######## block 1 ########
Fig. 1: block 1, placed standard cells
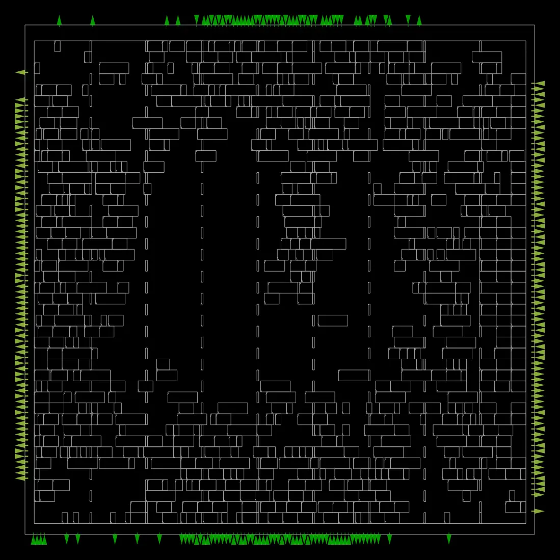

--- src/rtl/if_fetch.sv ---
// if_fetch: single-outstanding instruction fetch unit (IDLE/REQ/WAIT/VALID) with redirect flush.
// Define IF_FETCH_CNT_EN to build the accepted-instruction counter behind fetch_cnt.
module if_fetch #(
  parameter logic [31:0] RESET_PC = 32'h0000_0000
) (
  input  logic        cpu_clk,
  input  logic        cpu_rst_n,
  input  logic [31:0] npc,
  input  logic        redirect_valid,
  input  logic [31:0] redirect_pc,
  output logic        irom_req,
  output logic [31:0] irom_addr,
  input  logic        irom_gnt,
  input  logic        irom_rvalid,
  input  logic [31:0] irom_rdata,
  output logic [31:0] pc_o,
  output logic        inst_valid,
  output logic [31:0] inst,
  output logic [31:0] inst_pc,
  input  logic        inst_ready,
  output logic [31:0] fetch_cnt
);

  localparam int unsigned XLEN = 32;

  typedef enum logic [1:0] {
    S_IDLE  = 2'd0,
    S_REQ   = 2'd1,
    S_WAIT  = 2'd2,
    S_VALID = 2'd3
  } state_t;

  state_t          state;
  state_t          state_nxt;
  logic [XLEN-1:0] pc_q;
  logic [XLEN-1:0] pc_nxt;
  logic            drop_q;
  logic            drop_nxt;
  logic            capture_c;
  logic            req_nxt;
  logic            valid_nxt;
  logic            unused_c;

  // Instructions are word aligned; the low address bits of npc/redirect_pc carry no information.
  assign unused_c = ^{npc[1:0], redirect_pc[1:0]};

  assign pc_o      = pc_q;
  assign irom_addr = pc_q;

  // State, PC, drop flag and registered outputs.
  always_ff @(posedge cpu_clk) begin
    if (!cpu_rst_n) begin
      state      <= S_IDLE;
      pc_q       <= RESET_PC;
      drop_q     <= 1'b0;
      irom_req   <= 1'b0;
      inst_valid <= 1'b0;
      inst       <= '0;
      inst_pc    <= '0;
    end else begin
      state      <= state_nxt;
      pc_q       <= pc_nxt;
      drop_q     <= drop_nxt;
      irom_req   <= req_nxt;
      inst_valid <= valid_nxt;
      if (capture_c) begin
        inst    <= irom_rdata;
        inst_pc <= pc_q;
      end
    end
  end

  // Next state, next PC and drop-flag bookkeeping; redirect overrides every PC update.
  always_comb begin
    state_nxt = state;
    pc_nxt    = pc_q;
    drop_nxt  = drop_q;
    capture_c = 1'b0;

    case (state)
      S_IDLE: begin
        state_nxt = S_REQ;
      end
      S_REQ: begin
        if (irom_gnt) begin
          state_nxt = S_WAIT;
          // A grant alongside a redirect still returns data, which belongs to the old path.
          if (redirect_valid) begin
            drop_nxt = 1'b1;
          end
        end
      end
      S_WAIT: begin
        if (irom_rvalid) begin
          drop_nxt = 1'b0;
          if (drop_q || redirect_valid) begin
            state_nxt = S_REQ;
          end else begin
            state_nxt = S_VALID;
            capture_c = 1'b1;
          end
        end else if (redirect_valid) begin
          drop_nxt = 1'b1;
        end
      end
      S_VALID: begin
        if (inst_ready || redirect_valid) begin
          state_nxt = S_REQ;
        end
        if (inst_ready) begin
          pc_nxt = {npc[XLEN-1:2], 2'b00};
        end
      end
      default: begin
        state_nxt = S_IDLE;
      end
    endcase

    if (redirect_valid) begin
      pc_nxt = {redirect_pc[XLEN-1:2], 2'b00};
    end

    req_nxt   = (state_nxt == S_REQ);
    valid_nxt = (state_nxt == S_VALID);
  end

`ifdef IF_FETCH_CNT_EN
  logic [XLEN-1:0] cnt_q;
  logic            handshake_c;

  assign handshake_c = inst_valid & inst_ready;

  // Accepted-instruction counter, wraps naturally at 2^32.
  always_ff @(posedge cpu_clk) begin
    if (!cpu_rst_n) begin
      cnt_q <= '0;
    end else if (handshake_c) begin
      cnt_q <= cnt_q + XLEN'(1);
    end
  end

  assign fetch_cnt = cnt_q;
`else
  assign fetch_cnt = '0;
`endif

endmodule

--- config.mk ---
export PLATFORM = sky130hd
export DESIGN_NAME = if_fetch
export DESIGN_NICKNAME = d
export VERILOG_FILES = /design/src/rtl/if_fetch.sv
export SDC_FILE = /design/constraint.sdc
export NUM_CORES = 1
export LEC_CHECK = 0
export CAP_MARGIN = 5
export CORE_MARGIN = 2
export CORE_UTILIZATION = 30
export CTS_BUF_LIST = sky130_fd_sc_hd__clkbuf_4 sky130_fd_sc_hd__clkbuf_8
export DETAILED_ROUTE_END_ITERATION = 7
export PLACE_DENSITY = 0.66
export SKIP_LAST_GASP = 1
export SYNTH_ARGS = -nofsm -noshare
export SYNTH_HDL_FRONTEND = slang
export SYNTH_SLANG_ARGS = --single-unit
--- constraint.sdc ---
create_clock -name cpu_clk -period 2.5 [get_ports cpu_clk]
set_clock_uncertainty 0.1 [all_clocks]
set_input_delay 0.25 -clock cpu_clk [delete_from_list [all_inputs] [get_ports cpu_clk]]
set_output_delay 0.25 -clock cpu_clk [all_outputs]
set_load 0.01 [all_outputs]
######## block 2 ########
## config.mk

```make
export PLATFORM = sky130hd
export DESIGN_NAME = control_unit_flat
export DESIGN_NICKNAME = d
export VERILOG_FILES = /design/src/rtl/control_pkg.sv /design/src/rtl/control_if.sv /design/src/rtl/control_decode.sv /design/src/rtl/control_unit.sv /design/src/flat_wrapper.sv
export SDC_FILE = /design/constraint.sdc
export NUM_CORES = 1
export LEC_CHECK = 0
export ABC_AREA = 0
export CAP_MARGIN = 20
export CORE_AREA = 8 8 45 47
export CTS_BUF_LIST = sky130_fd_sc_hd__clkbuf_2 sky130_fd_sc_hd__clkbuf_4 sky130_fd_sc_hd__clkbuf_8
export DETAILED_ROUTE_END_ITERATION = 6
export DIE_AREA = 0 0 53 55
export HOLD_SLACK_MARGIN = 0.06
export MAX_ROUTING_LAYER = met4
export PLACE_DENSITY = 0.52
export SETUP_SLACK_MARGIN = 0.4
export SKIP_LAST_GASP = 1
export SLEW_MARGIN = 20
export SYNTH_ARGS = -nofsm -noshare
export SYNTH_HDL_FRONTEND = slang
export SYNTH_SLANG_ARGS = --single-unit
export TNS_END_PERCENT = 20
```

## constraint.sdc

```tcl
create_clock -name clk -period 1.5 [get_ports clk]
set_input_delay 0.225 -clock clk [delete_from_list [all_inputs] [get_ports clk]]
set_output_delay 0.225 -clock clk [all_outputs]
set_load 0.02 [all_outputs]
```

## src/rtl/control_pkg.sv

```systemverilog
// Shared definitions for the main decoder: opcodes, ALU classes and
// the control bundle consumed by ALU-control and the datapath.
package control_pkg;

    localparam logic [5:0] OP_RTYPE = 6'b000000;
    localparam logic [5:0] OP_MOVI  = 6'b001010;
    localparam logic [5:0] OP_ADDI  = 6'b001000;
    localparam logic [5:0] OP_SUBI  = 6'b001001;
    localparam logic [5:0] OP_JUMP  = 6'b000010;

    localparam logic [1:0] ALUOP_ADD   = 2'b00;
    localparam logic [1:0] ALUOP_SUB   = 2'b01;
    localparam logic [1:0] ALUOP_FUNCT = 2'b10;
    localparam logic [1:0] ALUOP_PASSB = 2'b11;

    typedef struct packed {
        logic       RegDst;
        logic       ALUSrc;
        logic       RegWrite;
        logic       Jump;
        logic [1:0] ALUOp;
    } ctrl_t;

    localparam ctrl_t CTRL_NOP = '0;

endpackage

```

## src/rtl/control_if.sv

```systemverilog
// Decoder boundary bundle: instruction in, registered controls out.
// The slave side is the decoder, the master side is the fetch/decode stage.
interface control_if;

    logic       valid_in;
    logic [5:0] opcode;
    logic       RegDst;
    logic       ALUSrc;
    logic       RegWrite;
    logic       Jump;
    logic [1:0] ALUOp;
    logic       valid_out;
    logic       Illegal;

    modport master (
        output valid_in, opcode,
        input  RegDst, ALUSrc, RegWrite, Jump, ALUOp, valid_out, Illegal
    );

    modport slave (
        input  valid_in, opcode,
        output RegDst, ALUSrc, RegWrite, Jump, ALUOp, valid_out, Illegal
    );

endinterface

```

## src/rtl/control_decode.sv

```systemverilog
// Combinational opcode decoder. Bubbles and unknown opcodes collapse
// to a no-op so nothing downstream can write or jump.
module control_decode
    import control_pkg::*;
(
    input  logic [5:0] i_opcode,
    input  logic       i_valid,
    output ctrl_t      o_ctrl,
    output logic       o_illegal
);

    always_comb begin
        o_ctrl    = CTRL_NOP;
        o_illegal = 1'b0;
        if (i_valid) begin
            case (i_opcode)
                OP_RTYPE: o_ctrl = ctrl_t'{1'b1, 1'b0, 1'b1, 1'b0, ALUOP_FUNCT};
                OP_MOVI:  o_ctrl = ctrl_t'{1'b0, 1'b1, 1'b1, 1'b0, ALUOP_PASSB};
                OP_ADDI:  o_ctrl = ctrl_t'{1'b0, 1'b1, 1'b1, 1'b0, ALUOP_ADD};
                OP_SUBI:  o_ctrl = ctrl_t'{1'b0, 1'b1, 1'b1, 1'b0, ALUOP_SUB};
                OP_JUMP:  o_ctrl = ctrl_t'{1'b0, 1'b0, 1'b0, 1'b1, ALUOP_ADD};
                default:  o_illegal = 1'b1;
            endcase
        end
    end

endmodule

```

## src/rtl/control_unit.sv

```systemverilog
// Main decoder with a registered output stage at the decode/execute
// boundary; every output comes straight from a flop.
module control_unit
    import control_pkg::*;
(
    input  logic      clk,
    input  logic      rst,
    control_if.slave  bus
);

    ctrl_t w_ctrl;
    logic  w_illegal;

    ctrl_t r_ctrl;
    logic  r_valid;
    logic  r_illegal;

    control_decode u_decode (
        .i_opcode  (bus.opcode),
        .i_valid   (bus.valid_in),
        .o_ctrl    (w_ctrl),
        .o_illegal (w_illegal)
    );

    always_ff @(posedge clk) begin
        if (rst) begin
            r_ctrl    <= CTRL_NOP;
            r_valid   <= 1'b0;
            r_illegal <= 1'b0;
        end else begin
            r_ctrl    <= w_ctrl;
            r_valid   <= bus.valid_in;
            r_illegal <= w_illegal;
        end
    end

    assign bus.RegDst    = r_ctrl.RegDst;
    assign bus.ALUSrc    = r_ctrl.ALUSrc;
    assign bus.RegWrite  = r_ctrl.RegWrite;
    assign bus.Jump      = r_ctrl.Jump;
    assign bus.ALUOp     = r_ctrl.ALUOp;
    assign bus.valid_out = r_valid;
    assign bus.Illegal   = r_illegal;

endmodule

```

## src/flat_wrapper.sv

```systemverilog
// flat-port wrapper written by rule: the top's interface ports become plain ports
module control_unit_flat import control_pkg::*;
  (clk, rst, bus_valid_in, bus_opcode, bus_RegDst, bus_ALUSrc, bus_RegWrite, bus_Jump, bus_ALUOp, bus_valid_out, bus_Illegal);
  control_if bus_i ();
  input  logic clk;
  input  logic rst;
  input wire logic [$bits(bus_i.valid_in)-1:0] bus_valid_in;
  input wire logic [$bits(bus_i.opcode)-1:0] bus_opcode;
  output wire logic [$bits(bus_i.RegDst)-1:0] bus_RegDst;
  output wire logic [$bits(bus_i.ALUSrc)-1:0] bus_ALUSrc;
  output wire logic [$bits(bus_i.RegWrite)-1:0] bus_RegWrite;
  output wire logic [$bits(bus_i.Jump)-1:0] bus_Jump;
  output wire logic [$bits(bus_i.ALUOp)-1:0] bus_ALUOp;
  output wire logic [$bits(bus_i.valid_out)-1:0] bus_valid_out;
  output wire logic [$bits(bus_i.Illegal)-1:0] bus_Illegal;
  assign bus_i.valid_in = bus_valid_in;
  assign bus_i.opcode = bus_opcode;
  assign bus_RegDst = bus_i.RegDst;
  assign bus_ALUSrc = bus_i.ALUSrc;
  assign bus_RegWrite = bus_i.RegWrite;
  assign bus_Jump = bus_i.Jump;
  assign bus_ALUOp = bus_i.ALUOp;
  assign bus_valid_out = bus_i.valid_out;
  assign bus_Illegal = bus_i.Illegal;
  control_unit u_core (.clk(clk), .rst(rst), .bus(bus_i));
endmodule
```

Fig. 2: block 2, cell classes on the final placement
Scale bar: 20 um.
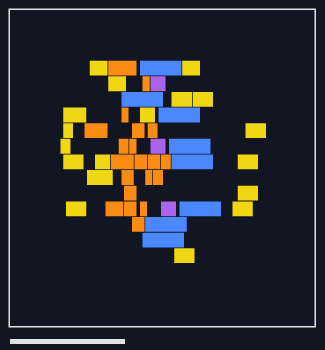
[cells driving clock nets] purple | cells: 3 | share of their area: 4.7%
[flops] blue | cells: 8 | share of their area: 34%
[other buffers and delay cells] yellow | cells: 18 | share of their area: 35%
[all other logic] orange | cells: 20 | share of their area: 27%
Core Area: 0.001384 mm2
final core occ: 0.3580
number of cell rows: 14
flop share of the area: 0.3232
Design Area, Final: 495.5 um2

==> out/qor.yml, block 2 <==
outcome: "completed"
crit_buf_inv: 1
finalHoldViolCount: 0
layout_top_cell: "dfxtp_1"
avgSynthCellArea_um2: 9.708
cts_max_level: 1
mux_area_frac: 0
multi_input_comb_cells: 19
ys_ff: 8
dieWidth_um: 53
total_power_mw: 0.4272
clockBufferDepth: 2
mi_logic_area_um2: 123.9
path_depth: 1
highest_layer: "met4"
cts_hold_buf: 0
vias: 250
die_y_um: 55
placed_area_um2: 464.2
synthXorXnorAreaFrac: 0.03111
area_share_nonclk_buffers: 0.3333
hold_path.class: "in2reg"
gp_congestion: 0.7095
syn_area_um2: 281.5
grt-ovfl-total: 0
top_cells_by_area: "dfxtp_1, nand2b_1, and3_1"
crit_fanout: 1
cts_resized: 22
log.warning_count: 29
min_to: "u_core.bus.Illegal"
slew_headroom: 0.8182
m1WireLength_um: 289
final_cell_mix: "dfxtp_1, clkdlybuf4s15_1, nand2b_1, clkbuf_4, dlygate4sd2_1"
floorplan.core_util: 0.2034
largest_area_cell: "dfxtp_1"
cp_slowest_cell: "dlygate4sd2_1"
required_ns: 1.27
ant_nets: 0
yosys-stat-cells: 29
clk_share: 0.04545
drt-initial-drc-count: 8
viasPerCell: 3.846
use_met2: 0.06641
largest_cell_class: "non-clock buffers"
layout.area.seq_um2: 160.2
largest_reg_flops: 2
yosys_area_um2: 281.5
synthTopCellsByCount: "dfxtp_1, nand2b_1, nor2_1"
synth_cells: 29
use_met1: 0.05183
place.port_buffers: 16
drt_first_pass_iters: 4
cts_setup_buffers: 1
crit_path_start: "u_core.bus.valid_out"
pin_count: 17
max_cap_viol_count: 0
cp-endpoint: "bus_valid_out"
synth_dominant_cell_count: "dfxtp_1"
flop-count: 8
min_period_ns: 1.089
worst_setup_path_start_kind: "register"
final_layout_size_suffix_gt1_frac: 0.2653
rsz0062_at_grt: "true"
cts_buffers: 3
dp.cells: 61
==> block 2: tightest hold or removal path, cell delays in order <==
cell and delay (ns):
buf_6 0.06, or3_4 0.11, a21oi_1 0.04, nor2_1 0.07
==> block 2: power by group <==
group	internal, mW	total [mW]	switching (mW)	leakage [nW]
registers	0.217	0.218	0.000748	0.0650
clock network	0.0910	0.156	0.0650	0.0138
logic	0.0302	0.0536	0.0234	0.156
total	0.338	0.427	0.0891	0.234
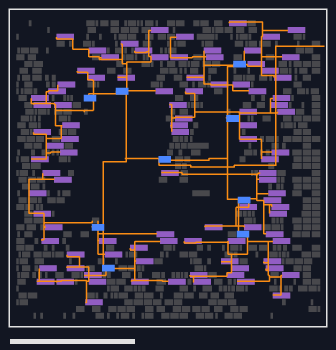
Fig. 3. Clock network drawn from the DEF (block 1).
Scale bar: 50 um.
[clock wires] orange | length: 1300 um
[cells driving clock nets] blue | count: 9
[flip-flops] purple | count: 97
flops lie: all over the die
routed clock nets: 10
Power Clock: 0.924 mW
clk latency of the worst-skew pair: 0.36 ns
Clock Power Share: 0.296

## Picture notes: Fig. 1
final core occ: 0.4544
tap cell count: 184
flop share of the area: 0.2929
Layout Cells excl Fill: 857

==> out/qor.yml, block 1 <==
clockBufferDepth: 2
cp-endpoint: "inst[15]"
viasPerCell: 4.467
clkSinkCount: 97
grt_usage: 0.1421
area_share_nonclk_buffers: 0.3454
required_ns: 2.69
log.warning_count: 32
path_depth: 4
final_layout_size_suffix_gt1_frac: 0.08767
mi_logic_area_mm2: 0.001994
async_flop_share: 0
inv_count: 1
drt-initial-drc-count: 147
avgSynthCellArea_um2: 9.106
largest_area_cell: "dfxtp_1"
regToRegSetupSlack_ns: 0.80
synthAdderAreaFrac: 0
synth_dominant_cell_count: "nand2_1"
dp.cells: 841
cp_slowest_cell: "dfxtp_1"
outcome: "completed"
layout_top_cell: "clkdlybuf4s50_1"
tns_ns: 0
design_area_mm2: 0.006629
vias: 3828
synthTopCellsByCount: "nand2_1, dfxtp_1, buf_4, mux2i_1, o21ai_0"
m1WireLength_mm: 4.737
slew_headroom: 0.5668
ir_drop_mv: 0.2730
wl_met2_mm: 5.781
ant_nets: 0
finalWorstSetupSlack_ns: 0.8025
[block 1: through the flow]
stage / hold slack (ns) / power (mW) / util
2_1_floorplan: 0.2888 / 1.979 / -
3_3_place_gp: 0.3454 / 2.226 / 0.4428
3_5_place_dp: 0.3515 / 2.232 / 0.4428
4_1_cts: 0.2935 / 3.181 / 0.4544
5_1_grt: 0.2980 / 3.282 / 0.4544
6_report: 0.3282 / 3.117 / 0.4544
[block 1: sequential cells by signal (all words and copies together), names as in the netlist]
register	cells
inst	32
inst_pc	30
irom_addr	30
state	2
drop_q	1
inst_valid	1
irom_req	1

## Gallery

Logic cells by family.
image #1
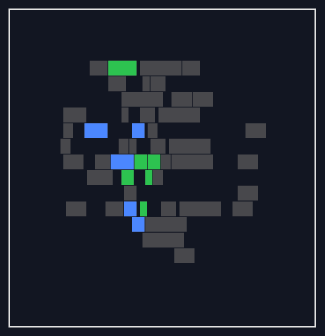
image #2
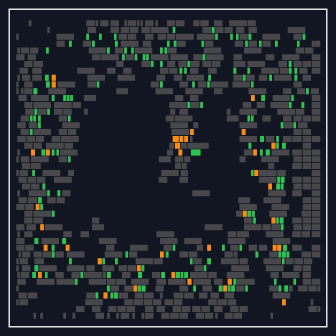
- most cells: image #2
block 2: image #1
block 1: image #2


######## block 3 ########
Fig. 4: block 3, cell classes on the final placement
Scale bar: 50 um.
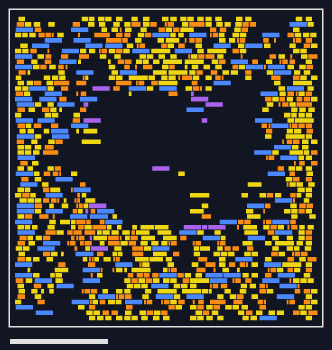
Fig. 5: block 3, clock network drawn from the DEF
Scale bar: 50 um.
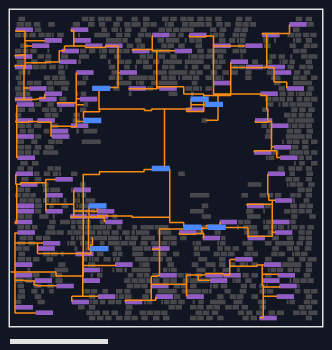
==> config.mk <==
export PLATFORM = sky130hd
export DESIGN_NAME = ieee754_conv_sched
export DESIGN_NICKNAME = d
export VERILOG_FILES = /design/src/rtl/ieee754_conv_sched.sv
export SDC_FILE = /design/constraint.sdc
export NUM_CORES = 1
export LEC_CHECK = 0
export CORE_AREA = 2 2 157 159
export DETAILED_ROUTE_END_ITERATION = 10
export DIE_AREA = 0 0 159 161
export SETUP_SLACK_MARGIN = 0.4
export SLEW_MARGIN = 10
export SYNTH_ARGS = -nofsm -noshare
export SYNTH_HDL_FRONTEND = slang
export SYNTH_SLANG_ARGS = --single-unit
==> constraint.sdc <==
create_clock -name clk -period 2.4 [get_ports clk]
set_input_delay 0.72 -clock clk [delete_from_list [all_inputs] [get_ports clk]]
set_output_delay 0.72 -clock clk [all_outputs]
set_load 0.05 [all_outputs]
==> src/rtl/ieee754_conv_sched.sv <==
// ieee754_conv_sched: round-robin scheduler sharing one combinational fixed-to-float converter.
// Optional macro IEEE_SCHED_ZERO_FIX_EN forces a 0.0 operand to return +0.0.
module ieee754_conv_sched #(
    parameter int unsigned NREQ = 4,
    parameter int unsigned IDW  = 2
) (
    input  logic                 clk,
    input  logic                 rst_n,
    input  logic [NREQ-1:0]      req_valid,
    output logic [NREQ-1:0]      req_ready,
    input  logic [NREQ*32-1:0]   req_int,
    input  logic [NREQ*32-1:0]   req_frac,
    output logic [31:0]          conv_int,
    output logic [31:0]          conv_frac,
    input  logic [31:0]          conv_result,
    output logic                 rsp_valid,
    input  logic                 rsp_ready,
    output logic [31:0]          rsp_data,
    output logic [IDW-1:0]       rsp_id,
    output logic                 busy
);

    typedef enum logic [1:0] {IDLE, CONV, RESP} state_t;

    state_t         state, state_nxt;
    logic [IDW-1:0] last;
    logic [IDW-1:0] grant;
    logic [IDW-1:0] cand;
    logic           found;
    logic [31:0]    sel_int, sel_frac;
    logic [31:0]    conv_sel;

    // First valid requester searching upward from last+1, wrapping at NREQ.
    always_comb begin
        found = 1'b0;
        grant = last;
        cand  = last;
        for (int unsigned i = 1; i <= NREQ; i++) begin
            cand = IDW'((32'(last) + i) % NREQ);
            if (!found && req_valid[cand]) begin
                found = 1'b1;
                grant = cand;
            end
        end
    end

    always_comb begin
        sel_int  = '0;
        sel_frac = '0;
        for (int unsigned k = 0; k < NREQ; k++) begin
            if (grant == IDW'(k)) begin
                sel_int  = req_int[k*32 +: 32];
                sel_frac = req_frac[k*32 +: 32];
            end
        end
    end

    always_comb begin
`ifdef IEEE_SCHED_ZERO_FIX_EN
        conv_sel = (conv_int == '0 && conv_frac == '0) ? '0 : conv_result;
`else
        conv_sel = conv_result;
`endif
    end

    always_ff @(posedge clk or negedge rst_n) begin
        if (!rst_n) state <= IDLE;
        else        state <= state_nxt;
    end

    // req_ready is gated by rst_n so it reads zero while reset is asserted.
    always_comb begin
        state_nxt = state;
        req_ready = '0;
        case (state)
            IDLE: begin
                if (found) begin
                    state_nxt        = CONV;
                    req_ready[grant] = rst_n;
                end
            end
            CONV:    state_nxt = RESP;
            RESP:    if (rsp_ready) state_nxt = IDLE;
            default: state_nxt = IDLE;
        endcase
    end

    always_ff @(posedge clk or negedge rst_n) begin
        if (!rst_n) begin
            conv_int  <= '0;
            conv_frac <= '0;
            rsp_valid <= 1'b0;
            rsp_data  <= '0;
            rsp_id    <= '0;
            last      <= IDW'(NREQ - 1);
        end else begin
            case (state)
                IDLE: begin
                    if (found) begin
                        conv_int  <= sel_int;
                        conv_frac <= sel_frac;
                        rsp_id    <= grant;
                        last      <= grant;
                    end
                end
                CONV: begin
                    rsp_data  <= conv_sel;
                    rsp_valid <= 1'b1;
                end
                RESP: begin
                    if (rsp_ready) rsp_valid <= 1'b0;
                end
                default: ;
            endcase
        end
    end

    assign busy = (state != IDLE);

endmodule

==> out/qor.yml <==
multi_input_comb_cells: 326
outcome: "finished, violations left"
crit_fanout: 3
finalWorstSetupSlack_ns: -0.2607
top_cells_by_area: "dfrtp_1, mux2i_1, o221ai_1"
cp-endpoint: "req_ready[0]"
grt-ovfl-total: 0
grt_pass1_vias: 6347
die_y_um: 161
nNetsFinal: 1206
tns_ns: -3.856
slew_headroom: 0.5856
taps: 324
antenna_found_initial: 0
p_switching_mw: 7.882
drv_slew: 0
grt_usage: 0.1893
synthTopCellsByCount: "mux2i_1, dfrtp_1, nand2_1, o221ai_1, mux2_2"
vias: 5676
cts_tree: "yes"
worst_setup_path_start_kind: "input pin"
log.warning_count: 31
drt-initial-drc-count: 177
viasPerCell: 4.581
fmax_mhz: 375.8
finalSetupViolCount: 42
dieWidth_um: 159
whs_ns: 0.4781
pin_count: 399
synth_cells: 472
post-route-drc-count: 0
syn-num-nets: 767
hp-start: "rsp_id[1]"
synth.cellmix.compoundShare: 0.1135
synthXorXnorAreaFrac: 0
post_drt_wl_per_cell_um: 19.82
edf_count: 0
yosys-stat-cells: 472
nNonClkBuffers: 468
diodes: 0
rsz0062_at_grt: "true"
nClkBuffers: 10
min_to: "rsp_id[1]"
regToRegSetupSlack_ns: -0.13
cts_buffers: 9
violations: "negative setup slack"
syn_area_mm2: 0.005612
pg_seq_mw: 3.13
clk_share: 0.02333
Notes on Fig. 4 above:
[all other logic] orange | cells: 329 | share of their area: 27%
[other buffers and delay cells] yellow | cells: 468 | share of their area: 47%
[flops] blue | cells: 103 | share of their area: 24%
[clock drivers and dummy loads] purple | cells: 15 | share of their area: 2.4%
final core occ: 0.4722
Design Area, Final: 0.01131 mm2
number of cell rows: 57
flop share of the area: 0.2280

Notes on Fig. 5 above:
[clock wires] orange | length: 1710 um
[cells driving clock nets] blue | count: 9
[flip-flops] purple | count: 103
routed clock nets: 10
clk latency of the worst-skew pair: 0.36 ns
Clock Power Share: 0.086
Power Clock: 1.42 mW
skew final: 0.01716 ns

[per-stage QoR]
step	instances	power (mW)
floorplan	472	9.959
global placement	1182	13.10
finish	1239	16.50
global route	1239	17.37
CTS	1232	16.23
detailed placement	1182	13.17
[metal layers]
layer  GRT usage  vias to the layer above  share of wire
met2      0.3209                      291           0.48
li1            -                     2655              -
met5           0                        -              0
met3     0.07216                       37          0.093
met1      0.2232                     2693           0.40
met4     0.05702                        0          0.025
[critical path, stage by stage]
cell      delay, ns
buf_8          0.09
or2_4          0.25
buf_6          0.12
a21oi_4        0.16
a211oi_4       0.08
buf_6          0.15
nor3_4         0.21
buf_12         0.16


==> gallery <==
Met2 routing.
Cells faint in the background.
(a)
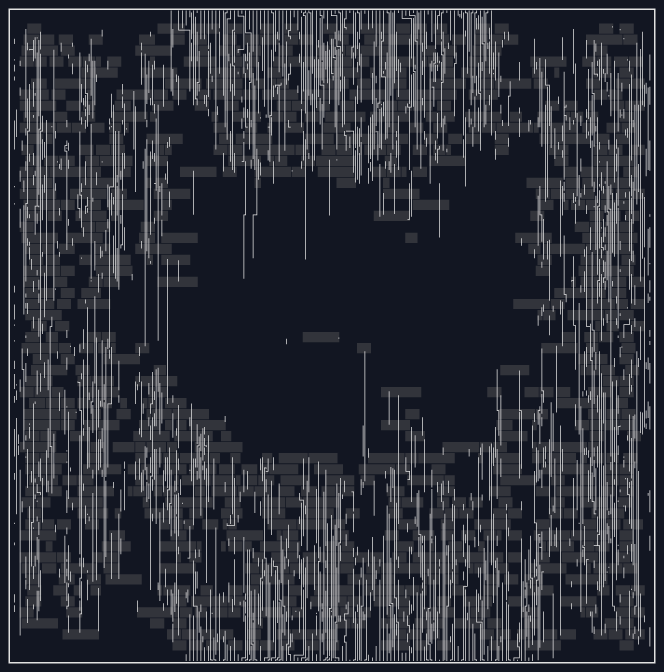
(b)
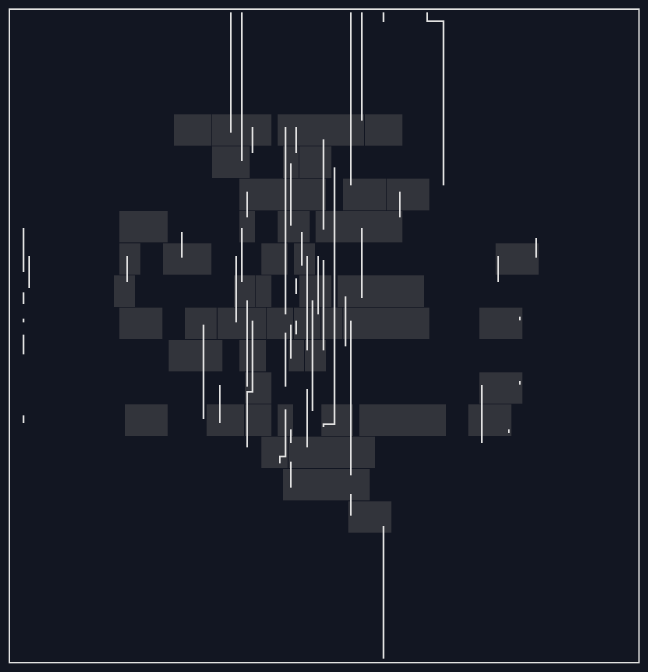
(c)
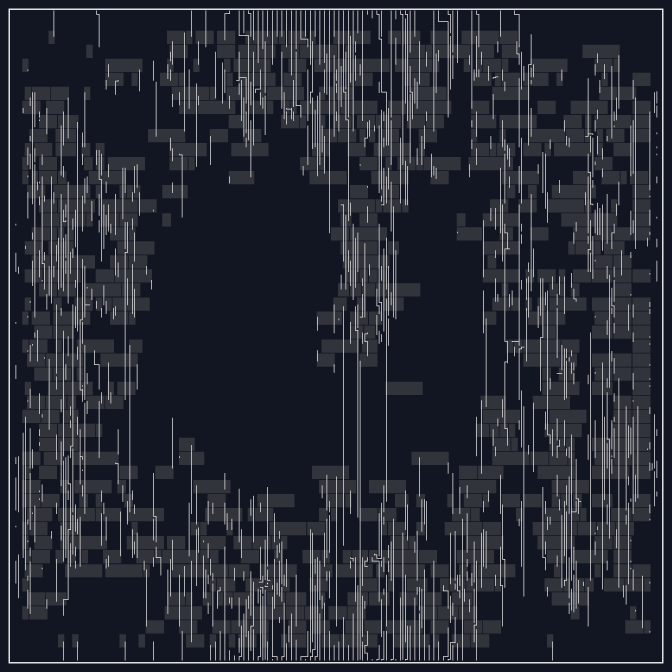
(b) comes from block 2.
(a) comes from block 3.
(c) comes from block 1.

Key to (a):
nets with wire on the layer: 1050
wire length on this layer: 11700 um

Power figures rest on the tool's default switching activity, not on a simulated workload.
